######## vga_sram_scanout ########
File: config.mk
export PLATFORM = sky130hd
export DESIGN_NAME = vga_sram_scanout
export DESIGN_NICKNAME = d
export VERILOG_FILES = /design/src/rtl/vga_pkg.sv /design/src/rtl/vga_timing_gen.sv /design/src/rtl/vga_sram_scanout.sv
export SDC_FILE = /design/constraint.sdc
export NUM_CORES = 1
export LEC_CHECK = 0
export CORE_UTILIZATION = 50
export CTS_CLUSTER_SIZE = 10
export DETAILED_ROUTE_END_ITERATION = 8
export GPL_TIMING_DRIVEN = 0
export PLACE_DENSITY = 0.78
export SLEW_MARGIN = 20
export SYNTH_ARGS = -nofsm -noshare
export SYNTH_HDL_FRONTEND = slang
export SYNTH_HIERARCHICAL = 1
export SYNTH_SLANG_ARGS = --single-unit
File: constraint.sdc
create_clock -name clock -period 6.33 [get_ports clock]
set_clock_uncertainty 0.2 [all_clocks]
set_input_delay 0.633 -clock clock [delete_from_list [all_inputs] [get_ports clock]]
set_output_delay 0.633 -clock clock [all_outputs]
set_load 0.02 [all_outputs]
File: src/rtl/vga_pkg.sv
// Shared VGA timing constants and types.
// Used by the scanout reader and by the fractal renderer.
package vga_pkg;

  localparam int H_ACTIVE = 640;
  localparam int H_FP     = 16;
  localparam int H_SYNC   = 96;
  localparam int H_BP     = 48;
  localparam int H_TOTAL  = H_ACTIVE + H_FP + H_SYNC + H_BP;

  localparam int V_ACTIVE = 480;
  localparam int V_FP     = 10;
  localparam int V_SYNC   = 2;
  localparam int V_BP     = 33;
  localparam int V_TOTAL  = V_ACTIVE + V_FP + V_SYNC + V_BP;

  localparam int H_SYNC_START = H_ACTIVE + H_FP;
  localparam int H_SYNC_END   = H_SYNC_START + H_SYNC;
  localparam int V_SYNC_START = V_ACTIVE + V_FP;
  localparam int V_SYNC_END   = V_SYNC_START + V_SYNC;

  localparam int FB_WIDTH = H_ACTIVE;
  localparam int CNT_W    = 10;

  typedef struct packed {
    logic hs;
    logic vs;
    logic blank;
    logic fs;
  } vga_ctl_t;

  localparam vga_ctl_t CTL_IDLE = '{
    hs: 1'b1, vs: 1'b1, blank: 1'b0, fs: 1'b0
  };

  function automatic logic [23:0] rgb332_expand(
    input logic [7:0] d
  );
    return {d[7:5], d[7:5], d[7:6],
            d[4:2], d[4:2], d[4:3],
            d[1:0], d[1:0], d[1:0], d[1:0]};
  endfunction

endpackage

File: src/rtl/vga_timing_gen.sv
// Pixel/line counters and raw sync, blank and frame-start decode.
// Everything here is aligned with the counter value, not the pins.
module vga_timing_gen #(
  parameter int H_ACTIVE = vga_pkg::H_ACTIVE,
  parameter int H_FP     = vga_pkg::H_FP,
  parameter int H_SYNC   = vga_pkg::H_SYNC,
  parameter int H_BP     = vga_pkg::H_BP,
  parameter int V_ACTIVE = vga_pkg::V_ACTIVE,
  parameter int V_FP     = vga_pkg::V_FP,
  parameter int V_SYNC   = vga_pkg::V_SYNC,
  parameter int V_BP     = vga_pkg::V_BP
) (
  input  logic                      clock,
  input  logic                      reset,
  output logic [vga_pkg::CNT_W-1:0] h_count,
  output logic [vga_pkg::CNT_W-1:0] v_count,
  output logic                      active,
  output vga_pkg::vga_ctl_t         ctl
);
  import vga_pkg::*;

  localparam int HT  = H_ACTIVE + H_FP + H_SYNC + H_BP;
  localparam int VT  = V_ACTIVE + V_FP + V_SYNC + V_BP;
  localparam int HS0 = H_ACTIVE + H_FP;
  localparam int HS1 = HS0 + H_SYNC;
  localparam int VS0 = V_ACTIVE + V_FP;
  localparam int VS1 = VS0 + V_SYNC;

  always_ff @(posedge clock or posedge reset) begin
    if (reset) begin
      h_count <= '0;
      v_count <= '0;
    end else if (h_count == CNT_W'(HT - 1)) begin
      h_count <= '0;
      if (v_count == CNT_W'(VT - 1))
        v_count <= '0;
      else
        v_count <= v_count + 1'b1;
    end else begin
      h_count <= h_count + 1'b1;
    end
  end

  always_comb begin
    active = (h_count < CNT_W'(H_ACTIVE)) &&
             (v_count < CNT_W'(V_ACTIVE));
    ctl.hs = !((h_count >= CNT_W'(HS0)) &&
               (h_count <  CNT_W'(HS1)));
    ctl.vs = !((v_count >= CNT_W'(VS0)) &&
               (v_count <  CNT_W'(VS1)));
    ctl.blank = active;
    ctl.fs = (h_count == '0) && (v_count == '0);
  end

endmodule

File: src/rtl/vga_sram_scanout.sv
// VGA scanout: fetches RGB332 pixels from SRAM one per clock and
// drives colour, syncs and blank aligned to the same pixel.
module vga_sram_scanout #(
  parameter logic [31:0] vga_in_base_address = 32'h0000_0000,
  parameter int READ_LATENCY = 2,
  parameter int H_ACTIVE = vga_pkg::H_ACTIVE,
  parameter int H_FP     = vga_pkg::H_FP,
  parameter int H_SYNC   = vga_pkg::H_SYNC,
  parameter int H_BP     = vga_pkg::H_BP,
  parameter int V_ACTIVE = vga_pkg::V_ACTIVE,
  parameter int V_FP     = vga_pkg::V_FP,
  parameter int V_SYNC   = vga_pkg::V_SYNC,
  parameter int V_BP     = vga_pkg::V_BP
) (
  input  logic        clock,
  input  logic        reset,
  output logic [31:0] sram_address,
  output logic        sram_read,
  input  logic [7:0]  sram_readdata,
  output logic [7:0]  vga_r,
  output logic [7:0]  vga_g,
  output logic [7:0]  vga_b,
  output logic        vga_hs,
  output logic        vga_vs,
  output logic        vga_blank_n,
  output logic        frame_start
);
  import vga_pkg::*;

  localparam int DEPTH = READ_LATENCY + 2;

  logic [CNT_W-1:0] h_count;
  logic [CNT_W-1:0] v_count;
  logic             active;
  vga_ctl_t         ctl_raw;
  vga_ctl_t         ctl_pipe [DEPTH];
  logic [31:0]      pix_addr;

  vga_timing_gen #(
    .H_ACTIVE (H_ACTIVE),
    .H_FP     (H_FP),
    .H_SYNC   (H_SYNC),
    .H_BP     (H_BP),
    .V_ACTIVE (V_ACTIVE),
    .V_FP     (V_FP),
    .V_SYNC   (V_SYNC),
    .V_BP     (V_BP)
  ) u_timing (
    .clock   (clock),
    .reset   (reset),
    .h_count (h_count),
    .v_count (v_count),
    .active  (active),
    .ctl     (ctl_raw)
  );

  assign pix_addr = vga_in_base_address + 32'(h_count) +
                    32'(v_count) * 32'(H_ACTIVE);

  always_ff @(posedge clock or posedge reset) begin
    if (reset) begin
      sram_read    <= 1'b0;
      sram_address <= vga_in_base_address;
    end else begin
      sram_read <= active;
      if (active)
        sram_address <= pix_addr;
    end
  end

  // Stage READ_LATENCY lines up with the returning read data.
  always_ff @(posedge clock or posedge reset) begin
    if (reset) begin
      for (int i = 0; i < DEPTH; i++)
        ctl_pipe[i] <= CTL_IDLE;
    end else begin
      ctl_pipe[0] <= ctl_raw;
      for (int i = 1; i < DEPTH; i++)
        ctl_pipe[i] <= ctl_pipe[i-1];
    end
  end

  always_ff @(posedge clock or posedge reset) begin
    if (reset) begin
      {vga_r, vga_g, vga_b} <= '0;
    end else if (ctl_pipe[READ_LATENCY].blank) begin
      {vga_r, vga_g, vga_b} <= rgb332_expand(sram_readdata);
    end else begin
      {vga_r, vga_g, vga_b} <= '0;
    end
  end

  assign vga_hs      = ctl_pipe[DEPTH-1].hs;
  assign vga_vs      = ctl_pipe[DEPTH-1].vs;
  assign vga_blank_n = ctl_pipe[DEPTH-1].blank;
  assign frame_start = ctl_pipe[DEPTH-1].fs;

endmodule

######## conv_window_reader_flat ########
--- src/rtl/conv_pkg.sv ---
// Shared parameters, FSM states and pixel payload types for the convolution window reader.
// Window addressing is kept here so the reader and any checker use one formula.
package conv_pkg;

    localparam int unsigned IMG_W     = 9;
    localparam int unsigned IMG_H     = 9;
    localparam int unsigned K         = 3;
    localparam int unsigned STRIDE    = 2;
    localparam int unsigned ADDR_W    = 8;
    localparam int unsigned DATA_W    = 8;

    localparam int unsigned OUT_W     = (IMG_W - K) / STRIDE + 1;
    localparam int unsigned OUT_H     = (IMG_H - K) / STRIDE + 1;
    localparam int unsigned BUF_DEPTH = IMG_W * IMG_H;

    localparam int unsigned KC_W      = (K > 1) ? $clog2(K) : 1;
    localparam int unsigned OC_W      = (OUT_W > 1) ? $clog2(OUT_W) : 1;

    typedef enum logic [1:0] {
        IDLE,
        READ,
        DRAIN,
        RELEASE
    } state_t;

    typedef struct packed {
        logic first;
        logic last;
        logic img_last;
    } px_tag_t;

    typedef struct packed {
        px_tag_t             tag;
        logic [DATA_W-1:0]   data;
    } px_word_t;

    // Address of tap (kr,kc) of output window (orow,ocol) in the selected ping-pong buffer.
    function automatic logic [ADDR_W-1:0] win_addr(
        input logic            sel,
        input logic [OC_W-1:0] orow,
        input logic [OC_W-1:0] ocol,
        input logic [KC_W-1:0] kr,
        input logic [KC_W-1:0] kc
    );
        logic [ADDR_W-1:0] base;
        logic [ADDR_W-1:0] row;
        logic [ADDR_W-1:0] col;
        base = sel ? ADDR_W'(BUF_DEPTH) : '0;
        row  = ADDR_W'(orow) * ADDR_W'(STRIDE) + ADDR_W'(kr);
        col  = ADDR_W'(ocol) * ADDR_W'(STRIDE) + ADDR_W'(kc);
        return base + row * ADDR_W'(IMG_W) + col;
    endfunction

endpackage

--- src/rtl/conv_window_reader_if.sv ---
// Image handshake, RAM read port and window pixel stream of the convolution window reader.
interface conv_window_reader_if;

    logic                          img_ready;
    logic                          img_release;
    logic [conv_pkg::ADDR_W-1:0]   rAddr;
    logic                          rd_en;
    logic [conv_pkg::DATA_W-1:0]   ram_rdata;
    logic                          px_valid;
    logic                          px_ready;
    logic [conv_pkg::DATA_W-1:0]   px_data;
    logic                          px_first;
    logic                          px_last;
    logic                          px_img_last;

    modport master (
        input  img_ready, ram_rdata, px_ready,
        output img_release, rAddr, rd_en, px_valid, px_data, px_first, px_last, px_img_last
    );

    modport slave (
        output img_ready, ram_rdata, px_ready,
        input  img_release, rAddr, rd_en, px_valid, px_data, px_first, px_last, px_img_last
    );

endinterface

--- src/rtl/pixel_skid_fifo.sv ---
// Two-entry fall-through FIFO for tagged pixels; an arriving word is visible the same cycle
// when the FIFO is empty, which gives one cycle from read issue to px_valid.
module pixel_skid_fifo
    import conv_pkg::*;
(
    input  logic     clk,
    input  logic     reset,
    input  logic     push,
    input  px_word_t push_word,
    input  logic     pop,
    output logic     out_valid,
    output px_word_t out_word,
    output logic [1:0] count
);

    px_word_t mem [2];
    logic     wr_ptr;
    logic     rd_ptr;
    logic     empty;
    logic     store;
    logic     take;

    // An arriving word consumed in the same cycle while empty never gets stored.
    assign empty     = (count == 2'd0);
    assign store     = push && !(empty && pop);
    assign take      = pop && !empty;
    assign out_valid = !empty || push;

    always_comb begin
        out_word = '0;
        if (!empty) begin
            out_word = mem[rd_ptr];
        end else if (push) begin
            out_word = push_word;
        end
    end

    always_ff @(posedge clk) begin
        if (reset) begin
            wr_ptr <= 1'b0;
            rd_ptr <= 1'b0;
            count  <= 2'd0;
        end else begin
            if (store) wr_ptr <= ~wr_ptr;
            if (take)  rd_ptr <= ~rd_ptr;
            count <= count + 2'(store) - 2'(take);
        end
    end

    always_ff @(posedge clk) begin
        if (store) mem[wr_ptr] <= push_word;
    end

endmodule

--- src/rtl/conv_window_reader.sv ---
// Walks KxK windows at STRIDE over a ping-pong image buffer, issues RAM reads and streams
// tagged window pixels through a small output FIFO with credit-based read throttling.
module conv_window_reader
    import conv_pkg::*;
(
    input  logic                  clk,
    input  logic                  reset,
    conv_window_reader_if.master  bus
);

    state_t             state;
    logic               buf_sel;
    logic [KC_W-1:0]    kc;
    logic [KC_W-1:0]    kr;
    logic [OC_W-1:0]    ocol;
    logic [OC_W-1:0]    orow;

    logic [ADDR_W-1:0]  raddr;
    logic               rd_en;
    px_tag_t            rd_tag;
    logic               arr;
    px_tag_t            arr_tag;
    logic               img_release;

    logic               fifo_valid;
    px_word_t           fifo_word;
    logic [1:0]         fifo_count;
    px_word_t           push_word;
    logic               pop;
    logic [2:0]         pending;
    logic               issue;
    px_tag_t            cur_tag;

    // Reads in flight plus words held after this cycle's pop must leave room for one more.
    assign pop     = fifo_valid && bus.px_ready;
    assign pending = 3'(rd_en) + 3'(arr) + 3'(fifo_count) - 3'(pop);
    assign issue   = (pending < 3'd2) &&
                     ((state == READ) || ((state == IDLE) && bus.img_ready));

    assign cur_tag.first    = (kc == '0) && (kr == '0);
    assign cur_tag.last     = (kc == KC_W'(K - 1)) && (kr == KC_W'(K - 1));
    assign cur_tag.img_last = cur_tag.last && (ocol == OC_W'(OUT_W - 1)) &&
                              (orow == OC_W'(OUT_H - 1));

    always_ff @(posedge clk) begin
        if (reset) begin
            state       <= IDLE;
            buf_sel     <= 1'b0;
            kc          <= '0;
            kr          <= '0;
            ocol        <= '0;
            orow        <= '0;
            raddr       <= '0;
            rd_en       <= 1'b0;
            rd_tag      <= '0;
            arr         <= 1'b0;
            arr_tag     <= '0;
            img_release <= 1'b0;
        end else begin
            arr         <= rd_en;
            arr_tag     <= rd_tag;
            rd_en       <= issue;
            img_release <= 1'b0;

            if (issue) begin
                raddr  <= win_addr(buf_sel, orow, ocol, kr, kc);
                rd_tag <= cur_tag;
                if (kc == KC_W'(K - 1)) begin
                    kc <= '0;
                    if (kr == KC_W'(K - 1)) begin
                        kr <= '0;
                        if (ocol == OC_W'(OUT_W - 1)) begin
                            ocol <= '0;
                            orow <= (orow == OC_W'(OUT_H - 1)) ? '0 : orow + 1'b1;
                        end else begin
                            ocol <= ocol + 1'b1;
                        end
                    end else begin
                        kr <= kr + 1'b1;
                    end
                end else begin
                    kc <= kc + 1'b1;
                end
            end

            unique case (state)
                IDLE: begin
                    if (bus.img_ready) state <= READ;
                end
                READ: begin
                    if (issue && cur_tag.img_last) state <= DRAIN;
                end
                DRAIN: begin
                    if (pop && fifo_word.tag.img_last) begin
                        state       <= RELEASE;
                        img_release <= 1'b1;
                    end
                end
                RELEASE: begin
                    buf_sel <= ~buf_sel;
                    kc      <= '0;
                    kr      <= '0;
                    ocol    <= '0;
                    orow    <= '0;
                    state   <= IDLE;
                end
                default: state <= IDLE;
            endcase
        end
    end

    assign push_word.tag  = arr_tag;
    assign push_word.data = bus.ram_rdata;

    pixel_skid_fifo u_fifo (
        .clk       (clk),
        .reset     (reset),
        .push      (arr),
        .push_word (push_word),
        .pop       (pop),
        .out_valid (fifo_valid),
        .out_word  (fifo_word),
        .count     (fifo_count)
    );

    assign bus.rAddr       = raddr;
    assign bus.rd_en       = rd_en;
    assign bus.img_release = img_release;
    assign bus.px_valid    = fifo_valid;
    assign bus.px_data     = fifo_word.data;
    assign bus.px_first    = fifo_word.tag.first;
    assign bus.px_last     = fifo_word.tag.last;
    assign bus.px_img_last = fifo_word.tag.img_last;

endmodule

--- src/flat_wrapper.sv ---
// flat-port wrapper written by rule: the top's interface ports become plain ports
module conv_window_reader_flat import conv_pkg::*;
  (clk, reset, bus_img_ready, bus_ram_rdata, bus_px_ready, bus_img_release, bus_rAddr, bus_rd_en, bus_px_valid, bus_px_data, bus_px_first, bus_px_last, bus_px_img_last);
  conv_window_reader_if bus_i ();
  input  logic clk;
  input  logic reset;
  input wire logic [$bits(bus_i.img_ready)-1:0] bus_img_ready;
  input wire logic [$bits(bus_i.ram_rdata)-1:0] bus_ram_rdata;
  input wire logic [$bits(bus_i.px_ready)-1:0] bus_px_ready;
  output wire logic [$bits(bus_i.img_release)-1:0] bus_img_release;
  output wire logic [$bits(bus_i.rAddr)-1:0] bus_rAddr;
  output wire logic [$bits(bus_i.rd_en)-1:0] bus_rd_en;
  output wire logic [$bits(bus_i.px_valid)-1:0] bus_px_valid;
  output wire logic [$bits(bus_i.px_data)-1:0] bus_px_data;
  output wire logic [$bits(bus_i.px_first)-1:0] bus_px_first;
  output wire logic [$bits(bus_i.px_last)-1:0] bus_px_last;
  output wire logic [$bits(bus_i.px_img_last)-1:0] bus_px_img_last;
  assign bus_i.img_ready = bus_img_ready;
  assign bus_i.ram_rdata = bus_ram_rdata;
  assign bus_i.px_ready = bus_px_ready;
  assign bus_img_release = bus_i.img_release;
  assign bus_rAddr = bus_i.rAddr;
  assign bus_rd_en = bus_i.rd_en;
  assign bus_px_valid = bus_i.px_valid;
  assign bus_px_data = bus_i.px_data;
  assign bus_px_first = bus_i.px_first;
  assign bus_px_last = bus_i.px_last;
  assign bus_px_img_last = bus_i.px_img_last;
  conv_window_reader u_core (.clk(clk), .reset(reset), .bus(bus_i));
endmodule
--- config.mk ---
export PLATFORM = sky130hd
export DESIGN_NAME = conv_window_reader_flat
export DESIGN_NICKNAME = d
export VERILOG_FILES = /design/src/rtl/conv_pkg.sv /design/src/rtl/conv_window_reader_if.sv /design/src/rtl/pixel_skid_fifo.sv /design/src/rtl/conv_window_reader.sv /design/src/flat_wrapper.sv
export SDC_FILE = /design/constraint.sdc
export NUM_CORES = 1
export LEC_CHECK = 0
export ABC_AREA = 1
export ABC_CLOCK_PERIOD_IN_PS = 3100
export CAP_MARGIN = 20
export CORE_UTILIZATION = 50
export CTS_CLUSTER_DIAMETER = 50
export DETAILED_ROUTE_END_ITERATION = 10
export GPL_TIMING_DRIVEN = 0
export HOLD_SLACK_MARGIN = 0.03
export PLACE_DENSITY = 0.86
export SLEW_MARGIN = 10
export SYNTH_ARGS = -nofsm -noshare
export SYNTH_HDL_FRONTEND = slang
export SYNTH_HIERARCHICAL = 1
export SYNTH_SLANG_ARGS = --single-unit
--- constraint.sdc ---
create_clock -name clk -period 3.1 [get_ports clk]
set_input_delay 0.465 -clock clk [delete_from_list [all_inputs] [get_ports clk]]
set_output_delay 0.465 -clock clk [all_outputs]
set_load 0.01 [all_outputs]
######## wb_cpu_arb ########
### config.mk
export PLATFORM = sky130hd
export DESIGN_NAME = wb_cpu_arb
export DESIGN_NICKNAME = d
export VERILOG_FILES = /design/src/rtl/wb_cpu_arb.sv
export SDC_FILE = /design/constraint.sdc
export NUM_CORES = 1
export LEC_CHECK = 0
export CORE_AREA = 5 5 123 125
export CTS_CLUSTER_DIAMETER = 60
export DETAILED_ROUTE_END_ITERATION = 7
export DIE_AREA = 0 0 128 130
export GPL_TIMING_DRIVEN = 0
export SKIP_CTS_REPAIR_TIMING = 1
export SYNTH_ARGS = -nofsm -noshare
export SYNTH_HDL_FRONTEND = slang
export SYNTH_SLANG_ARGS = --single-unit
export TNS_END_PERCENT = 100
### constraint.sdc
create_clock -name clk -period 2.5 [get_ports clk]
set_input_delay 0.5 -clock clk [delete_from_list [all_inputs] [get_ports clk]]
set_output_delay 0.5 -clock clk [all_outputs]
set_load 0.02 [all_outputs]
### src/rtl/wb_cpu_arb.sv
// Two-master Wishbone arbiter for a CPU: master 0 is the instruction port,
// master 1 the data port. Round-robin on contention, grant held for the whole
// cyc, and a bus timeout that errors the owner and parks the bus in ABORT.
module wb_cpu_arb #(
  parameter int TIMEOUT = 255
) (
  input  logic        clk,
  input  logic        rst_n,
  input  logic        m0_cyc_i,
  input  logic        m0_stb_i,
  input  logic [31:2] m0_addr_i,
  input  logic [2:0]  m0_cti_i,
  input  logic [1:0]  m0_bte_i,
  input  logic [3:0]  m0_sel_i,
  input  logic        m0_we_i,
  input  logic [31:0] m0_data_i,
  output logic [31:0] m0_data_o,
  output logic        m0_ack_o,
  output logic        m0_err_o,
  input  logic        m1_cyc_i,
  input  logic        m1_stb_i,
  input  logic [31:2] m1_addr_i,
  input  logic [2:0]  m1_cti_i,
  input  logic [1:0]  m1_bte_i,
  input  logic [3:0]  m1_sel_i,
  input  logic        m1_we_i,
  input  logic [31:0] m1_data_i,
  output logic [31:0] m1_data_o,
  output logic        m1_ack_o,
  output logic        m1_err_o,
  output logic        s_cyc_o,
  output logic        s_stb_o,
  output logic [31:2] s_addr_o,
  output logic [2:0]  s_cti_o,
  output logic [1:0]  s_bte_o,
  output logic [3:0]  s_sel_o,
  output logic        s_we_o,
  output logic [31:0] s_data_o,
  input  logic [31:0] s_data_i,
  input  logic        s_ack_i,
  input  logic        s_err_i
);

  // Counter wide enough to hold TIMEOUT; a 1-bit stub when the timeout is off.
  localparam int CW = (TIMEOUT > 0) ? $clog2(TIMEOUT + 1) : 1;
  // The error fires in the stalled cycle whose count would reach TIMEOUT.
  localparam int LIM = (TIMEOUT > 0) ? TIMEOUT - 1 : 0;
  localparam logic [CW-1:0] LIM_C = CW'(LIM);

  typedef enum logic [1:0] {IDLE = 2'd0, GNT0 = 2'd1, GNT1 = 2'd2, ABORT = 2'd3} state_t;

  state_t        state, state_nxt;
  logic          own, own_nxt;     // master currently (or last) holding the bus
  logic          last, last_nxt;   // master that owned the bus most recently
  logic [CW-1:0] cnt, cnt_nxt;
  logic          rst_sync;
  logic          granted, cur_cyc, cur_stb, stall, hit, pick;

  assign granted = (state == GNT0) || (state == GNT1);
  assign cur_cyc = own ? m1_cyc_i : m0_cyc_i;
  assign cur_stb = own ? m1_stb_i : m0_stb_i;
  assign stall   = granted && cur_cyc && cur_stb && !s_ack_i && !s_err_i;
  assign hit     = (TIMEOUT > 0) && stall && (cnt == LIM_C);
  assign pick    = (m0_cyc_i && m1_cyc_i) ? ~last : m1_cyc_i;

  assign m0_data_o = s_data_i;
  assign m1_data_o = s_data_i;

  // Reset release synchroniser: arbitration is enabled from the second edge.
  always_ff @(posedge clk or negedge rst_n) begin
    if (!rst_n) rst_sync <= 1'b0;
    else        rst_sync <= 1'b1;
  end

  // State, ownership, round-robin pointer and timeout counter registers.
  always_ff @(posedge clk or negedge rst_n) begin
    if (!rst_n) begin
      state <= IDLE;
      own   <= 1'b0;
      last  <= 1'b0;
      cnt   <= '0;
    end else begin
      state <= state_nxt;
      own   <= own_nxt;
      last  <= last_nxt;
      cnt   <= cnt_nxt;
    end
  end

  // Next-state logic: grant decision, hold, release, timeout and abort exit.
  always_comb begin
    state_nxt = state;
    own_nxt   = own;
    last_nxt  = last;
    cnt_nxt   = cnt;
    case (state)
      IDLE: begin
        cnt_nxt = '0;
        if (rst_sync && (m0_cyc_i || m1_cyc_i)) begin
          own_nxt   = pick;
          state_nxt = pick ? GNT1 : GNT0;
        end else begin
          state_nxt = IDLE;
        end
      end
      GNT0, GNT1: begin
        if (hit) begin
          state_nxt = ABORT;
          cnt_nxt   = '0;
        end else if (!cur_cyc) begin
          state_nxt = IDLE;
          last_nxt  = own;
          cnt_nxt   = '0;
        end else if (s_ack_i || s_err_i) begin
          cnt_nxt = '0;
        end else if (stall) begin
          cnt_nxt = cnt + CW'(1);
        end else begin
          cnt_nxt = cnt;
        end
      end
      ABORT: begin
        cnt_nxt = '0;
        if (!cur_cyc) begin
          state_nxt = IDLE;
          last_nxt  = own;
        end else begin
          state_nxt = ABORT;
        end
      end
      default: begin
        state_nxt = IDLE;
        cnt_nxt   = '0;
      end
    endcase
  end

  // Output logic: slave-side mux from the owner and ack/err routed back to it.
  always_comb begin
    s_cyc_o  = 1'b0;
    s_stb_o  = 1'b0;
    s_addr_o = 30'd0;
    s_cti_o  = 3'd0;
    s_bte_o  = 2'd0;
    s_sel_o  = 4'd0;
    s_we_o   = 1'b0;
    s_data_o = 32'd0;
    m0_ack_o = 1'b0;
    m0_err_o = 1'b0;
    m1_ack_o = 1'b0;
    m1_err_o = 1'b0;
    case (state)
      GNT0, GNT1: begin
        s_cyc_o = cur_cyc;
        s_stb_o = cur_stb;
        if (own) begin
          s_addr_o = m1_addr_i;
          s_cti_o  = m1_cti_i;
          s_bte_o  = m1_bte_i;
          s_sel_o  = m1_sel_i;
          s_we_o   = m1_we_i;
          s_data_o = m1_data_i;
          m1_ack_o = s_ack_i;
          m1_err_o = s_err_i | hit;
        end else begin
          s_addr_o = m0_addr_i;
          s_cti_o  = m0_cti_i;
          s_bte_o  = m0_bte_i;
          s_sel_o  = m0_sel_i;
          s_we_o   = m0_we_i;
          s_data_o = m0_data_i;
          m0_ack_o = s_ack_i;
          m0_err_o = s_err_i | hit;
        end
      end
      default: begin
        s_cyc_o = 1'b0;
      end
    endcase
  end

endmodule


==> gallery <==
Clock wiring as the flow saved it.
image #1
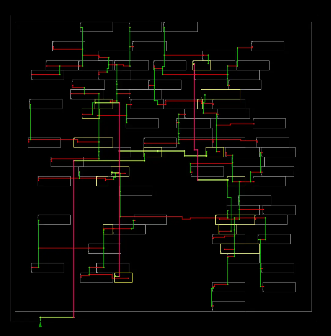
image #2
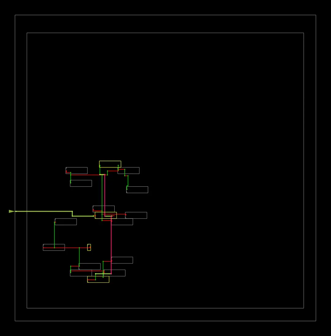
image #3
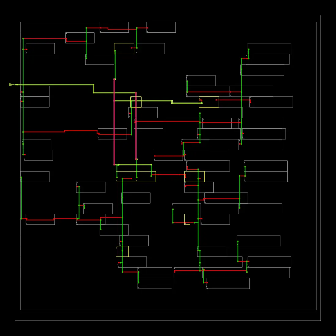
Of these, fewest sequential cells: image #2
Of these, most clock buffers: image #1
- wb_cpu_arb = image #2
- conv_window_reader_flat = image #3
- vga_sram_scanout = image #1

Figure 1. Clock network drawn from the DEF (wb_cpu_arb).
Bar = 50 um.
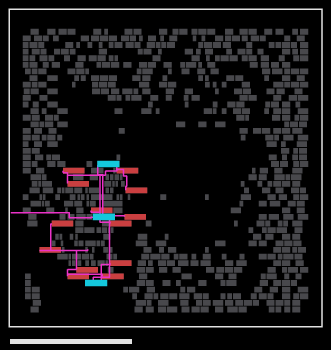
clock-net drivers: marked cyan, count 3. clock wires: marked magenta, length 256 um. flip-flops: marked red, count 13.
There are 4 routed clock nets.
clock share of power: 6.3%
clk pwr: 312 uW

==> impl_metrics.yaml, wb_cpu_arb <==
# implementation run metrics
worst_setup_path:
  reg2reg_slack_ns: 0.49
  arrival_ns: 2.03
  worstPathRequired_ns: 2.00
  start_kind: "flip-flop"
  rr_startpoint: "state[0]$_DFFE_PN0P_"
final_timing:
  slew_headroom_pct: 57.7
  fin_skew_ns: 0.00307
  tightest_slew_ns: 0.632
  fin_ws_ns: -0.0349
  hold_ws_ns: 0.542
  setup_viol: 1
  clock.fmax_mhz: 394
  rsz0062_at_grt: "yes"
drt:
  wirelength_um: 12700
synthesis:
  synth_flops: 13
  syn_inst: 320
  syn_area_per_cell_sq_um: 8.09
  ys_chip_area_sq_um: 2590
  top_area_share_pct: 27.9
layout:
  mostFrequentLayoutCell: "clkdlybuf4s50_1"
  syn2layout_area_growth_pct: 130
worst_hold_path:
  holdPathEnd: "last$_DFFE_PN0P_"
  min_path_cells: 2
  hold_path_class: "reg -> reg"
outcome:
  outcome: "complete, but fails checks"
  violations: "negative setup slack"
global_route:
  top_usage_layer: "met2"
  met1_usage_pct: 15.0
power:
  powerDensity_nw_per_um2: 824
  power_leakage_uw: 0.00339
  ir_worst_vdd_mv: 0.473
floorplan:
  dieWidth_um: 128
-- wb_cpu_arb: critical path, cell delays in order (launching register included) --
cell and delay, ns:
dfrtp_1 0.38, inv_2 0.07, ha_4 0.26, buf_8 0.12, or3b_4 0.41, nor2_4 0.13, a21oi_2 0.08, nor3b_2 0.16
buf_4 0.16
-- wb_cpu_arb: cell families after synthesis --
kind of cell	count (synthesis)
other	1
XOR/XNOR	3
buffers and inverters	89
multiplexers	76
AND/OR/NAND/NOR	115
flip-flops	13
adder cells (fa/ha/maj)	5
AND-OR/OR-AND	18
-- wb_cpu_arb: through the flow --
step	cells	setup TNS, ns	total power [uW]
CTS	797	-37.04	5100
detailed placement	793	-15.98	4770
finish	801	-0.0349	4910
global route	801	-0.155	5250
floorplan	320	0	2800
global placement	793	-13.14	4750
-- wb_cpu_arb: sequential cells by signal, summed over array words and instances, names as in the netlist --
| signal | flops |
|---|---|
| cnt | 8 |
| last | 1 |
| own | 1 |
| state | 2 |
| rst_sync | 1 |
-- wb_cpu_arb: final cells by class --
type	count	area (sq um)
fill	1367	7810
inverter	7	26.3
tap	180	225
sequential	13	325
clock buffer	4	78.8
timing repair buffer	297	3010
buffer	82	599
multi-input combinational	218	1700
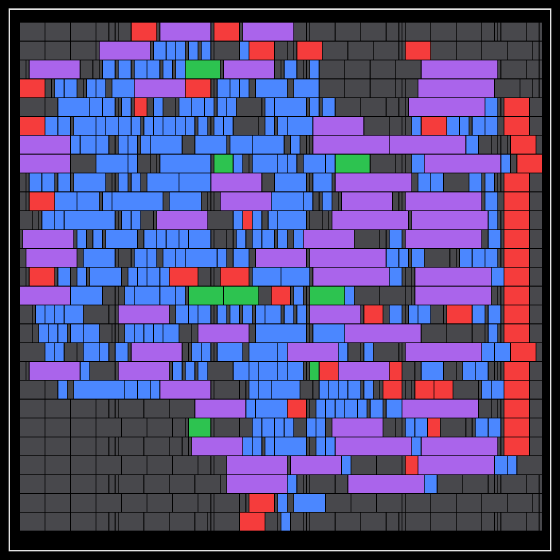
Figure 2: conv_window_reader_flat, placement by cell class.
Fill, decap, tap and diode cells in gray.
registers: marked purple, cells 55, share of their area 39%. clock drivers and dummy loads: marked green, cells 8, share of their area 2.6%. remaining logic cells: marked blue, cells 272, share of their area 45%. remaining buffers and delay cells: marked red, cells 47, share of their area 13%.

==> impl_metrics.yaml, conv_window_reader_flat <==
# implementation run metrics
layout:
  most-common-layout-cells: "49 x nor2_1, 45 x nand2_1, 42 x inv_1"
  top_area_cell_class: "logic gates"
  clock_buffer_count: 5
  clkCellAreaFrac_pct: 2.56
  syn2layout_area_growth_pct: 20.4
  comb_area_share_pct: 39.0
  num-multi-input-gates: 225
  n_antenna_cell: 0
global_route:
  grt_max_degree: 18
  met1_usage_pct: 22.5
  top_usage_layer: "met2"
power:
  p_seq_share_pct: 37.1
  powerDensity_nw_per_um2: 731
  power_leakage_uw: 0.00150
synthesis:
  yosysUniqueCellTypes: 31
  syn_area_per_cell_sq_um: 8.61
  ys_async_sr_fraction_pct: 0
  top_cell: "nor2_1"
  yosysCellCount: 335
floorplan:
  fp-row-count: 27
  fp.dieH_um: 77.9
  dieWidth_um: 77.9
  dieArea_sq_um: 6070
  ioPinCount: 34
outcome:
  outcome: "finished, final reports clean"
drt:
  drc: 0
clock_network:
  cts_made_buffers: 5
  cts_resized: 11
final_timing:
  setup_viol: 0
  drv_slew: 0
  slew_headroom_pct: 35.3
  clock.fmax_mhz: 336
  tightest_slew_ns: 0.967
  fin_skew_ns: 0.00770
  finalClockPeriodUsage_pct: 96.1
worst_setup_path:
  crit_path_end_kind: "flip-flop"
  crit_chain: "nor2_4 -> inv_4 -> or2_4 -> nand2_2 -> inv_2 -> ha_1 -> inv_1 -> ha_1 -> a21o_1 -> fa_1 -> inv_2 -> nand3_2 -> nor2_4 -> nand2_2 -> nand2_4 -> nand3_2 -> nand2_1 -> nor2_1"
  critical_path_class: "reg -> reg"
  critical-path-top-delay-family: "simple AND/OR/NAND/NOR gates"
  start_kind: "flip-flop"
  reg2reg_depth: 18
  crit_fanout: 5
placement:
  place_hpwl_um: 4250
worst_hold_path:
  hold_path_class: "reg -> reg"
-- conv_window_reader_flat: worst paths after layout --
check,startpoint,end,slack [ns]
setup reg to reg,u_core/u_fifo/count[1]$_SDFF_PP0_,u_core/state[0]$_SDFFE_PP0P_,0.12
hold / removal,u_core/rd_tag[1]$_SDFFE_PP0P_,u_core/arr_tag[1]$_SDFF_PP0_,0.43
setup / recovery,u_core/u_fifo/count[1]$_SDFF_PP0_,u_core/state[0]$_SDFFE_PP0P_,0.12
hold reg to reg,u_core/rd_tag[1]$_SDFFE_PP0P_,u_core/arr_tag[1]$_SDFF_PP0_,0.43
-- conv_window_reader_flat: worst min-delay path, delay by kind of cell (launching register included) --
| kind | cells | cell delay [ns] |
|---|---|---|
| buffers and inverters | 1 | 0.04 |
| flip-flops | 1 | 0.31 |
| AND/OR/NAND/NOR | 1 | 0.05 |
-- conv_window_reader_flat: sequential cells by signal (all words and copies together), names as in the netlist, 2 cells and up, named ones only --
register             count
u_core/state             2
u_core/u_fifo/count      2
u_core/arr_tag           3
u_core/kr                2
u_core/bus.rAddr         8
u_core/rd_tag            3
u_core/orow              2
u_core/ocol              2
u_core/kc                2
u_core/u_fifo/mem       22
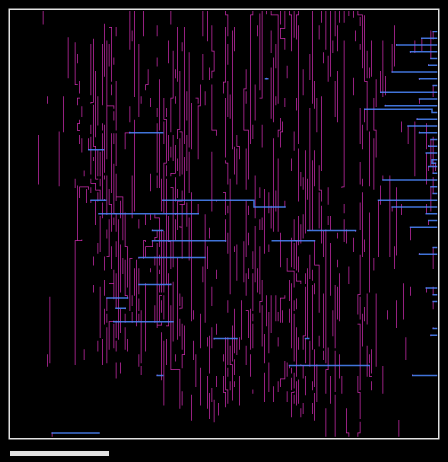
Figure 3: vga_sram_scanout, wiring by layer.
Bar = 20 um. Only two layers are drawn.
M2: marked magenta, wire length 3,340 um. M3: marked blue, wire length 315 um.
drt total wl: 6860 um
via count: 2,573
GRT Util Overall: 19.6%
DR WL/cell: 13.5 um

==> impl_metrics.yaml, vga_sram_scanout <==
# implementation run metrics
layout:
  mostFrequentLayoutCell: "clkdlybuf4s50_1"
  layoutNonFillerInstCount: 508
  n_antenna_cell: 0
  num-nets-final: 442
floorplan:
  fp-row-count: 30
job:
  cap_violations: 0
  tool_warnings: 28
final_timing:
  drv_slew: 0
  setup_viol: 0
  rsz0062_at_grt: "no"
  period_minus_slack_ns: 3.51
clock_network:
  cts_made_buffers: 9
  cts_num_sinks: 66
  cts_resized: 0
  clk_pin_slew_ns: 0.08
  cts_tree: "done"
placement:
  place_hpwl_um: 5050
  io_buffers: 59
worst_hold_path:
  min_from: "ctl_pipe[4]$_DFF_PP0_"
synthesis:
  ys_top_logic_family: "simple AND/OR/NAND/NOR gates"
  adder_share_pct: 9.23
  yosysUniqueCellTypes: 57
drt:
  final_antenna_net_count: 0
global_route:
  grt.overflow.total: 0
outcome:
  outcome: "finished, final reports clean"
worst_setup_path:
  slowest_stage: "dfrtp_1"
power:
  power_leakage_uw: 0.00214
## vga_sram_scanout: state kept, by name, indices dropped and copies added, names as in the netlist
signal            cells
vga_b                 2
ctl_pipe             12
frame_start           1
sram_read             1
sram_address         21
vga_hs                1
vga_r                 3
u_timing/v_count     10
vga_blank_n           1
vga_vs                1
vga_g                 3
u_timing/h_count     10
## vga_sram_scanout: kinds of logic after synthesis
| group | after synthesis |
|---|---|
| and+or+nand+nor | 108 |
| DFF | 66 |
| buffers and inverters | 49 |
| AOI/OAI and AO/OA | 44 |
| adders and majority gates | 25 |
| xor gates and xnor gates | 23 |
| muxes | 10 |
| other | 1 |
## vga_sram_scanout: final cells by class
| class | count | area, sq um |
|---|---|---|
| multi-input cells | 221 | 1610 |
| inverters | 13 | 48.8 |
| clock inverters | 6 | 136 |
| fillers | 522 | 2250 |
| flip-flops and latches | 66 | 1660 |
| well taps | 96 | 120 |
| repair buffers | 60 | 611 |
| clock buffers | 10 | 128 |
| plain buffers | 36 | 267 |
## vga_sram_scanout: layer usage
metal / track usage (%) / up-vias
li1: - / 1268
met1: 25.6 / 1223
met2: 31.6 / 69
met3: 3.52 / 13
met4: 10.0 / 0
met5: 0 / -

######## wb_periph_bus ########
==> config.mk <==
export PLATFORM = sky130hd
export DESIGN_NAME = wb_periph_bus
export DESIGN_NICKNAME = d
export VERILOG_FILES = /design/src/rtl/wb_periph_bus_pkg.sv /design/src/rtl/wb_periph_bus_mux.sv /design/src/rtl/wb_periph_bus.sv
export SDC_FILE = /design/constraint.sdc
export NUM_CORES = 1
export LEC_CHECK = 0
export ABC_CLOCK_PERIOD_IN_PS = 4100
export CAP_MARGIN = 15
export CORE_MARGIN = 8
export CORE_UTILIZATION = 37
export CTS_CLUSTER_DIAMETER = 60
export CTS_CLUSTER_SIZE = 28
export DETAILED_ROUTE_END_ITERATION = 6
export PLACE_DENSITY = 0.84
export SYNTH_ARGS = -nofsm -noshare
export SYNTH_HDL_FRONTEND = slang
export SYNTH_HIERARCHICAL = 1
export SYNTH_SLANG_ARGS = --single-unit
==> constraint.sdc <==
create_clock -name clk -period 4.1 [get_ports clk]
set_clock_uncertainty 0.1 [all_clocks]
set_input_delay 0.82 -clock clk [delete_from_list [all_inputs] [get_ports clk]]
set_output_delay 0.82 -clock clk [all_outputs]
set_load 0.05 [all_outputs]
==> src/rtl/wb_periph_bus_pkg.sv <==
// Shared definitions for the Wishbone peripheral bridge: FSM encoding,
// slot-select width helper and the default bus timeout.
package wb_periph_bus_pkg;

  typedef enum logic [1:0] {
    ST_IDLE   = 2'd0,
    ST_ACCESS = 2'd1,
    ST_RESP   = 2'd2
  } wb_state_e;

  localparam int WB_TIMEOUT_DEF = 255;
  localparam int WB_ERR_CNT_W   = 8;

  // Slot-select field width; a single slot still gets one select bit.
  function automatic int wb_sw(input int n);
    return (n <= 2) ? 1 : $clog2(n);
  endfunction

endpackage

==> src/rtl/wb_periph_bus_mux.sv <==
// WB_N-way read-data / ack select by slot index. Acks from any other
// slot are simply not looked at.
module wb_periph_bus_mux #(
  parameter int WB_N  = 4,
  parameter int WB_DW = 32,
  parameter int SW    = 2
) (
  input  logic [WB_N*WB_DW-1:0] rdata_flat_i,
  input  logic [WB_N-1:0]       ack_i,
  input  logic [SW-1:0]         slot_i,
  output logic [WB_DW-1:0]      rdata_o,
  output logic                  ack_o
);

  always_comb begin
    rdata_o = '0;
    ack_o   = 1'b0;
    for (int i = 0; i < WB_N; i++) begin
      if (slot_i == SW'(i)) begin
        rdata_o = rdata_flat_i[i*WB_DW +: WB_DW];
        ack_o   = ack_i[i];
      end
    end
  end

endmodule

==> src/rtl/wb_periph_bus.sv <==
// Wishbone bridge from the CPU data bus to WB_N single-cycle peripherals,
// with bus timeout and unmapped-slot error. Error log: WB_PERIPH_BUS_ERRLOG_EN.
module wb_periph_bus
  import wb_periph_bus_pkg::*;
#(
  parameter  int WB_N    = 4,
  parameter  int WB_DW   = 32,
  parameter  int WB_AW   = 22,
  parameter  int TIMEOUT = WB_TIMEOUT_DEF,
  localparam int SW      = wb_sw(WB_N),
  localparam int MW      = WB_DW / 8
) (
  input  logic                    clk,
  input  logic                    rst,
  input  logic                    up_cyc,
  input  logic                    up_stb,
  input  logic                    up_we,
  input  logic [WB_AW+SW-1:0]     up_adr,
  input  logic [WB_DW-1:0]        up_wdata,
  input  logic [MW-1:0]           up_sel,
  output logic [WB_DW-1:0]        up_rdata,
  output logic                    up_ack,
  output logic                    up_err,
  output logic [WB_AW-1:0]        wb_addr,
  output logic [WB_DW-1:0]        wb_wdata,
  output logic [MW-1:0]           wb_wmsk,
  output logic                    wb_we,
  output logic [WB_N-1:0]         wb_cyc,
  input  logic [WB_DW*WB_N-1:0]   wb_rdata,
  input  logic [WB_N-1:0]         wb_ack,
  output logic [WB_ERR_CNT_W-1:0] err_cnt,
  output logic [WB_AW+SW-1:0]     err_addr
);

  localparam int              CW       = $clog2(TIMEOUT + 1);
  localparam logic [CW-1:0]   CNT_LAST = CW'(TIMEOUT - 1);
  localparam logic [SW:0]     N_SLOTS  = (SW+1)'(WB_N);

  wb_state_e          state_q, state_d;
  logic [SW-1:0]      slot_q, slot_d;
  logic [CW-1:0]      cnt_q, cnt_d;
  logic [WB_N-1:0]    cyc_q, cyc_d;
  logic               ack_q, ack_d;
  logic               err_q, err_d;
  logic [WB_DW-1:0]   rdata_q, rdata_d;
  logic [WB_AW-1:0]   addr_q, addr_d;
  logic [WB_DW-1:0]   wdata_q, wdata_d;
  logic [MW-1:0]      wmsk_q, wmsk_d;
  logic               we_q, we_d;

  logic [SW-1:0]      req_slot;
  logic               req_mapped;
  logic [WB_DW-1:0]   sel_rdata;
  logic               sel_ack;

  assign req_slot   = up_adr[WB_AW +: SW];
  assign req_mapped = ({1'b0, req_slot} < N_SLOTS);

  wb_periph_bus_mux #(
    .WB_N  (WB_N),
    .WB_DW (WB_DW),
    .SW    (SW)
  ) u_mux (
    .rdata_flat_i (wb_rdata),
    .ack_i        (wb_ack),
    .slot_i       (slot_q),
    .rdata_o      (sel_rdata),
    .ack_o        (sel_ack)
  );

  always_comb begin
    state_d = state_q;
    slot_d  = slot_q;
    cnt_d   = cnt_q;
    cyc_d   = cyc_q;
    ack_d   = 1'b0;
    err_d   = 1'b0;
    rdata_d = rdata_q;
    addr_d  = addr_q;
    wdata_d = wdata_q;
    wmsk_d  = wmsk_q;
    we_d    = we_q;
    unique case (state_q)
      ST_IDLE: begin
        if (up_cyc && up_stb) begin
          addr_d  = up_adr[WB_AW-1:0];
          wdata_d = up_wdata;
          wmsk_d  = up_sel;
          we_d    = up_we;
          slot_d  = req_slot;
          if (req_mapped) begin
            state_d = ST_ACCESS;
            cyc_d   = WB_N'(1) << req_slot;
            cnt_d   = '0;
          end else begin
            state_d = ST_RESP;
            err_d   = 1'b1;
          end
        end
      end
      ST_ACCESS: begin
        // A master that walks away gets no response at all.
        if (!up_cyc) begin
          cyc_d   = '0;
          state_d = ST_IDLE;
        end else if (sel_ack) begin
          rdata_d = sel_rdata;
          cyc_d   = '0;
          ack_d   = 1'b1;
          state_d = ST_RESP;
        end else if (cnt_q == CNT_LAST) begin
          rdata_d = '0;
          cyc_d   = '0;
          err_d   = 1'b1;
          state_d = ST_RESP;
        end else begin
          cnt_d = cnt_q + 1'b1;
        end
      end
      ST_RESP: state_d = ST_IDLE;
      default: state_d = ST_IDLE;
    endcase
  end

  always_ff @(posedge clk or posedge rst) begin
    if (rst) begin
      state_q <= ST_IDLE;
      slot_q  <= '0;
      cnt_q   <= '0;
      cyc_q   <= '0;
      ack_q   <= 1'b0;
      err_q   <= 1'b0;
      rdata_q <= '0;
      addr_q  <= '0;
      wdata_q <= '0;
      wmsk_q  <= '0;
      we_q    <= 1'b0;
    end else begin
      state_q <= state_d;
      slot_q  <= slot_d;
      cnt_q   <= cnt_d;
      cyc_q   <= cyc_d;
      ack_q   <= ack_d;
      err_q   <= err_d;
      rdata_q <= rdata_d;
      addr_q  <= addr_d;
      wdata_q <= wdata_d;
      wmsk_q  <= wmsk_d;
      we_q    <= we_d;
    end
  end

  assign up_rdata = rdata_q;
  assign up_ack   = ack_q;
  assign up_err   = err_q;
  assign wb_addr  = addr_q;
  assign wb_wdata = wdata_q;
  assign wb_wmsk  = wmsk_q;
  assign wb_we    = we_q;
  assign wb_cyc   = cyc_q;

`ifdef WB_PERIPH_BUS_ERRLOG_EN
  logic [WB_ERR_CNT_W-1:0] err_cnt_q;
  logic [WB_AW+SW-1:0]     err_addr_q;

  // Unmapped faults come straight from the request; timeouts from the latched one.
  always_ff @(posedge clk or posedge rst) begin
    if (rst) begin
      err_cnt_q  <= '0;
      err_addr_q <= '0;
    end else if (err_d) begin
      if (err_cnt_q != '1) err_cnt_q <= err_cnt_q + 1'b1;
      err_addr_q <= (state_q == ST_IDLE) ? up_adr : {slot_q, addr_q};
    end
  end

  assign err_cnt  = err_cnt_q;
  assign err_addr = err_addr_q;
`else
  assign err_cnt  = '0;
  assign err_addr = '0;
`endif

endmodule

######## maze_mem_arbiter ########
### config.mk
export PLATFORM = sky130hd
export DESIGN_NAME = maze_mem_arbiter
export DESIGN_NICKNAME = d
export VERILOG_FILES = /design/src/rtl/maze_pkg.sv /design/src/rtl/arb_rr2.sv /design/src/rtl/maze_mem_arbiter.sv
export SDC_FILE = /design/constraint.sdc
export NUM_CORES = 1
export LEC_CHECK = 0
export CAP_MARGIN = 0
export CORE_MARGIN = 2
export CORE_UTILIZATION = 60
export CTS_CLUSTER_SIZE = 10
export DETAILED_ROUTE_END_ITERATION = 10
export DONT_BUFFER_PORTS = 1
export GPL_ROUTABILITY_DRIVEN = 0
export PLACE_DENSITY = 0.81
export SLEW_MARGIN = 15
export SYNTH_ARGS = -nofsm -noshare
export SYNTH_HDL_FRONTEND = slang
export SYNTH_SLANG_ARGS = --single-unit
### constraint.sdc
create_clock -name CLK -period 1.8 [get_ports CLK]
set_clock_uncertainty 0.15 [all_clocks]
set_input_delay 0.27 -clock CLK [delete_from_list [all_inputs] [get_ports CLK]]
set_output_delay 0.27 -clock CLK [all_outputs]
set_load 0.1 [all_outputs]
### src/rtl/maze_pkg.sv
// Shared types and constants for the maze memory arbiter.
// MAZE_ARB_RR_EN in the top selects solver/viewer round-robin.
package maze_pkg;

  localparam int ADDR_W_DEF = 8;

  typedef enum logic [1:0] {
    IDLE,
    ACCESS,
    RDATA
  } state_t;

  localparam logic [1:0] LOADER = 2'd0;
  localparam logic [1:0] SOLVER = 2'd1;
  localparam logic [1:0] VIEWER = 2'd2;

  function automatic logic [2:0] onehot(input logic [1:0] idx);
    return 3'b001 << idx;
  endfunction

endpackage

### src/rtl/arb_rr2.sv
// Two-way round-robin picker; pick 0 = req[0], 1 = req[1].
// ptr = 0 favours req[0] when both request.
module arb_rr2 (
  input  logic       CLK,
  input  logic       RST,
  input  logic [1:0] req,
  input  logic       take,
  output logic       pick
);

  logic ptr;

  always_comb pick = req[1] & (~req[0] | ptr);

  always_ff @(posedge CLK or posedge RST) begin
    if (RST)
      ptr <= 1'b0;
    else if (take)
      ptr <= ~pick;
  end

endmodule

### src/rtl/maze_mem_arbiter.sv
// Three-requester arbiter for the single-bit maze wall memory.
// Define MAZE_ARB_RR_EN for round-robin between solver and viewer.
module maze_mem_arbiter
  import maze_pkg::*;
#(
  parameter int ADDR_W = ADDR_W_DEF
) (
  input  logic              CLK,
  input  logic              RST,
  input  logic [2:0]        req,
  input  logic [2:0]        we,
  input  logic [ADDR_W-1:0] addr0,
  input  logic [ADDR_W-1:0] addr1,
  input  logic [ADDR_W-1:0] addr2,
  input  logic [2:0]        wdata,
  output logic [2:0]        gnt,
  output logic [2:0]        rvalid,
  output logic              rdata,
  output logic [ADDR_W-1:0] mem_addr,
  output logic              mem_we,
  output logic              mem_wdata,
  input  logic              mem_rdata,
  output logic              busy
);

  state_t            state;
  logic [1:0]        win;
  logic              wr;
  logic [1:0]        sv_pick;
  logic [1:0]        pick;
  logic [ADDR_W-1:0] sel_addr;
  logic              sel_we;
  logic              sel_wdata;

`ifdef MAZE_ARB_RR_EN
  logic rr_pick;
  logic rr_take;

  // Pointer moves only when solver or viewer actually wins.
  assign rr_take = (state == IDLE) & ~req[LOADER] & (req[SOLVER] | req[VIEWER]);

  arb_rr2 u_rr (
    .CLK  (CLK),
    .RST  (RST),
    .req  (req[2:1]),
    .take (rr_take),
    .pick (rr_pick)
  );

  always_comb sv_pick = rr_pick ? VIEWER : SOLVER;
`else
  always_comb sv_pick = req[SOLVER] ? SOLVER : VIEWER;
`endif

  always_comb pick = req[LOADER] ? LOADER : sv_pick;

  always_comb begin
    sel_addr  = addr0;
    sel_we    = we[0];
    sel_wdata = wdata[0];
    case (pick)
      SOLVER: begin
        sel_addr  = addr1;
        sel_we    = we[1];
        sel_wdata = wdata[1];
      end
      VIEWER: begin
        sel_addr  = addr2;
        sel_we    = we[2];
        sel_wdata = wdata[2];
      end
      default: ;
    endcase
  end

  assign rdata = (state == RDATA) & mem_rdata;

  always_ff @(posedge CLK or posedge RST) begin
    if (RST) begin
      state     <= IDLE;
      win       <= LOADER;
      wr        <= 1'b0;
      gnt       <= '0;
      rvalid    <= '0;
      mem_addr  <= '0;
      mem_we    <= 1'b0;
      mem_wdata <= 1'b0;
      busy      <= 1'b0;
    end else begin
      case (state)
        IDLE: begin
          if (|req) begin
            win       <= pick;
            wr        <= sel_we;
            gnt       <= onehot(pick);
            mem_addr  <= sel_addr;
            mem_we    <= sel_we;
            mem_wdata <= sel_wdata;
            busy      <= 1'b1;
            state     <= ACCESS;
          end
        end
        ACCESS: begin
          gnt       <= '0;
          mem_addr  <= '0;
          mem_we    <= 1'b0;
          mem_wdata <= 1'b0;
          if (wr) begin
            busy  <= 1'b0;
            state <= IDLE;
          end else begin
            rvalid <= onehot(win);
            state  <= RDATA;
          end
        end
        RDATA: begin
          rvalid <= '0;
          busy   <= 1'b0;
          state  <= IDLE;
        end
        default: begin
          gnt       <= '0;
          rvalid    <= '0;
          mem_addr  <= '0;
          mem_we    <= 1'b0;
          mem_wdata <= 1'b0;
          busy      <= 1'b0;
          state     <= IDLE;
        end
      endcase
    end
  end

endmodule

Figure 4. Wiring by layer (maze_mem_arbiter).
Bar = 10 um. Only two layers are drawn.
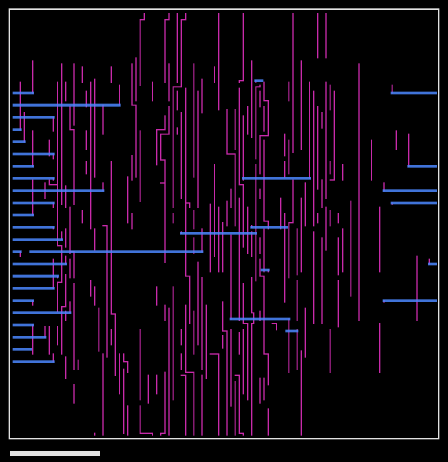
M3: marked blue, wire length 165 um. M2: marked magenta, wire length 1,200 um.
DR WL/cell: 15.4 um
drt total wl: 2300 um
via count: 889
GRT Util Overall: 22.4%

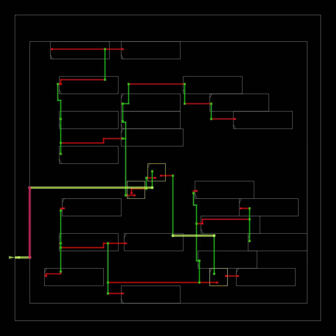
Figure 5: maze_mem_arbiter, clock wiring as the flow saved it.
flip-flops: 22
Latency at later pin: 0.30 ns

==> impl_metrics.yaml, maze_mem_arbiter <==
# implementation run metrics
outcome:
  outcome: "finished, final reports clean"
layout:
  n_antenna_cell: 0
  drive_above_1_share_pct: 29.8
  syn2layout_area_growth_pct: 19.6
  most-common-layout-cells: "22 x buf_4, 21 x dfrtp_1, 10 x nor2b_1, 10 x nand2b_1"
worst_setup_path:
  reg2reg_depth: 4
  slowest_stage: "dfrtp_2"
  rr_startpoint: "state[1]$_DFFE_PP0N_"
  crit_cells: 4
  critPathBufInv: 1
  critical-path-top-delay-family: "flip-flops"
synthesis:
  yosysUniqueCellTypes: 26
  postSynthSeqShare_pct: 48.1
  top_cell: "dfrtp_1"
  top_area_share_pct: 48.1
  adder_share_pct: 0
  synth_nets: 138
  simple_gate_area_share_pct: 19.3
  yosys-top-cells-count: "22 x dfrtp_1, 10 x nand2b_1, 10 x nor2b_1"
  ys_async_sr_fraction_pct: 100
  ff_type: "dfrtp_1"
  synthMuxAreaShare_pct: 4.60
  ys_top_logic_family: "AND-OR/OR-AND gates"
  yosysCellCount: 102
final_timing:
  fin_ws_ns: 0.0812
  clock.fmax_mhz: 582
  tightest_slew_ns: 0.300
  setup_tns_ns: 0
  setup_viol: 0
  finalHoldViolCount: 0
  rsz0062_at_grt: "no"
clock_network:
  clk_pin_slew_ns: 0.11
  cts_tree: "done"
  cts.root.buffer_cell: "clkbuf_4"
worst_hold_path:
  holdPathEnd: "mem_addr[6]$_DFFE_PP0P_"
global_route:
  grt_antenna_before_repair: 0
  grt.overflow.total: 0
  grt_max_degree: 24
floorplan:
  coreArea_sq_um: 1760
  fp-row-count: 15
job:
  cap_violations: 0
drt:
  vias_per_cell: 5.97
maze_mem_arbiter: layer usage:
layer	GRT usage [%]	vias to the layer above	wire length (um)
met3	8.30	6	164
li1	-	418	-
met4	10.3	0	43
met5	0	-	0
met2	37.0	40	1200
met1	26.0	425	893
maze_mem_arbiter: state kept, by name, summed over array words and instances, names as in the netlist:
signal,cells
mem_addr,8
gnt,3
busy,1
mem_we,1
wr,1
state,2
win,2
mem_wdata,1
rvalid,3
maze_mem_arbiter: layout make-up:
cell class	instances	area, sq um
fillers	122	397
well taps	25	31.3
repair buffers	26	215
clock buffers	3	22.5
inverters	3	11.3
flip-flops and latches	22	552
multi-input cells	70	536
maze_mem_arbiter: metrics by stage:
stage | area [sq um] | instances | util, % | hold WS [ns]
3_5_place_dp | 1290 | 140 | 73.2 | 0.0616
5_1_grt | 1370 | 149 | 77.5 | 0.0384
3_3_place_gp | 1290 | 140 | 73.2 | 0.0591
4_1_cts | 1350 | 146 | 76.2 | 0.0511
2_1_floorplan | 1150 | 102 | - | 0.109
6_report | 1370 | 149 | 77.5 | 0.0462
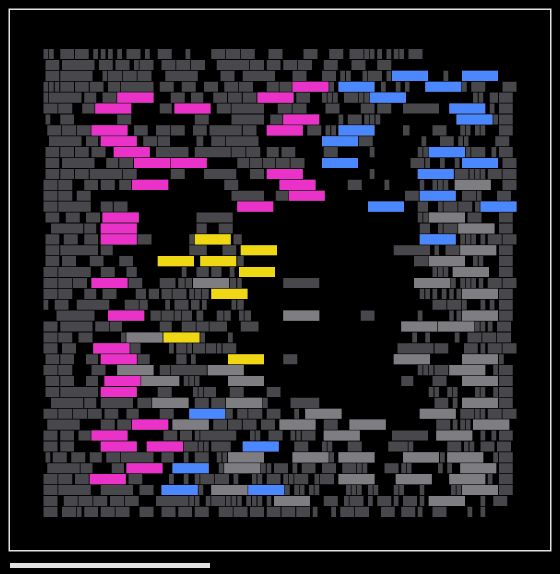
Figure 6: wb_periph_bus, sequential cells colored by netlist name.
Bar = 50 um. Other sequential cells in the stronger gray, the rest of the logic in the fainter gray.
cnt_q: marked yellow, flops 8, where center. up_rdata: marked magenta, flops 32. wb_addr: marked blue, flops 22.
Another 47 sequential cells are not colored.
fin util: 61.1%
Reg area: 2730 sq um
Seq/total area: 32.3%

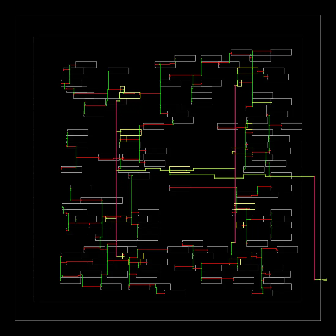
Figure 7: wb_periph_bus, clock wiring as the flow saved it.
flip-flops: 109
CTS buffer count: 9
Latency at later pin: 0.34 ns
clk sinks: 109

==> impl_metrics.yaml, wb_periph_bus <==
# implementation run metrics
final_timing:
  clock.fmax_mhz: 373
  fin_ws_ns: 1.42
layout:
  syn2layout_area_growth_pct: 62.0
  n_all_inverters: 4
  num-nets-final: 955
  mostFrequentLayoutCell: "clkdlybuf4s50_1"
  layoutNonFillerInstCount: 943
outcome:
  outcome: "finished, final reports clean"
worst_setup_path:
  reg2reg_to: "cnt_q[3]$_DFFE_PP0P_"
synthesis:
  ys_async_sr_fraction_pct: 100
  edf_count: 0
drt:
  drt_iter0_markers: 215
  dr.pass1.iters: 4
job:
  cap_violations: 0
## wb_periph_bus: Yosys cell counts (2+ instances only)
cell type	n	area share, %
a32o_1	2	0.38
o2bb2ai_1	2	0.34
buf_12	3	1.2
nor3_1	3	0.29
or3_1	2	0.24
inv_1	4	0.29
buf_1	8	0.58
ha_1	2	0.48
mux4_2	30	13
buf_4	32	4.6
dfrtp_1	109	52
clkbuf_1	4	0.29
a21oi_1	2	0.19
nand3_1	4	0.38
nor2_1	5	0.36
a22o_1	32	5.4
buf_2	13	1.2
mux4_1	3	1.5
nand2_1	190	14
o21ai_0	4	0.38
## wb_periph_bus: layer usage
| metal | wire length (um) | share of wire, % |
|---|---|---|
| met5 | 31 | 0.18 |
| met4 | 191 | 1.1 |
| met2 | 8900 | 51 |
| met1 | 6590 | 38 |
| met3 | 1740 | 9.9 |
## wb_periph_bus: critical path, delay by kind of cell
family	cells	cell delay (ns)
buffers and inverters	2	0.90
AND/OR/NAND/NOR	4	1.06
## wb_periph_bus: cell families after synthesis
family	after synthesis	share of synthesized area (%)
other cells	1	0.0719
mux	34	14.7
xor+xnor	1	0.168
simple gates	209	15.8
fa+ha+maj	2	0.480
compound gates	52	8.15
buf+inv	65	8.37
flops	109	52.3


==> screenshots <==
Sequential cells colored by netlist name.
(a)
Bar = 20 um. Other sequential cells in the stronger gray, the rest of the logic in the fainter gray.
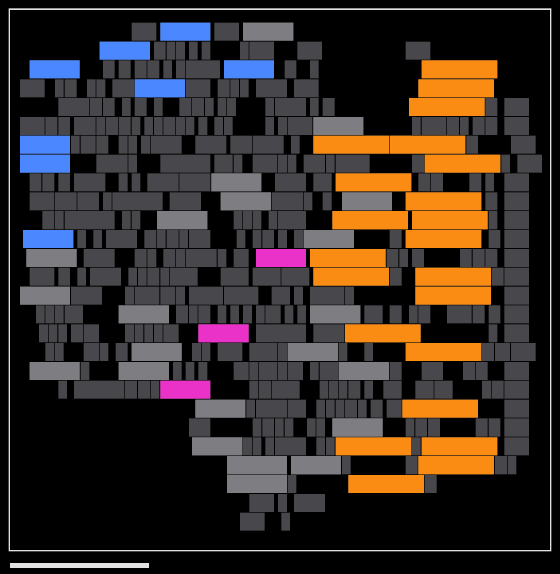
(b)
Bar = 20 um. Other sequential cells in the stronger gray, the rest of the logic in the fainter gray.
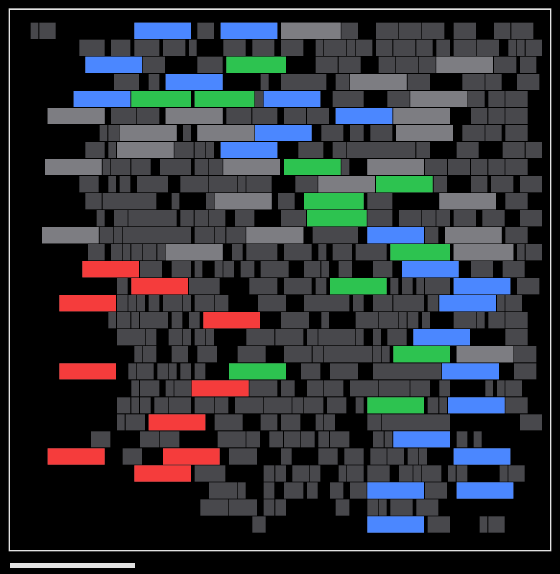
(c)
Bar = 50 um. Other sequential cells in the stronger gray, the rest of the logic in the fainter gray.
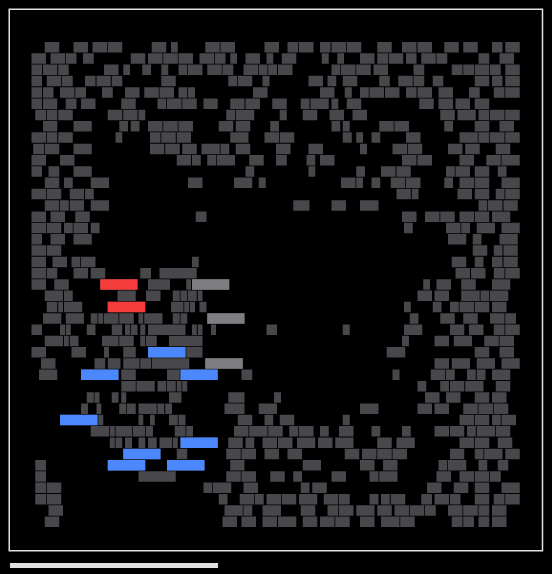
(d)
Bar = 10 um. Other sequential cells in the stronger gray, the rest of the logic in the fainter gray.
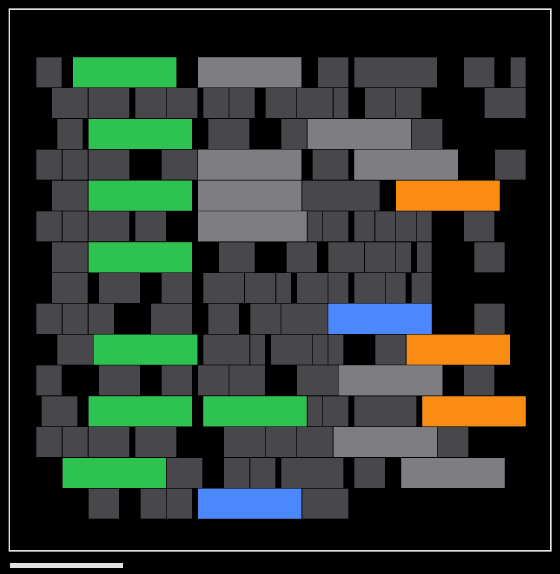
(c) -> wb_cpu_arb
(d) -> maze_mem_arbiter
(b) -> vga_sram_scanout
(a) -> conv_window_reader_flat
- fewest cells: (d)

Key to (b):
u_timing/v_count: marked red, flops 10. ctl_pipe: marked green, flops 12. sram_address: marked blue, flops 21.
Another 23 sequential cells are not colored.

Power and IR drop assume default switching activity.
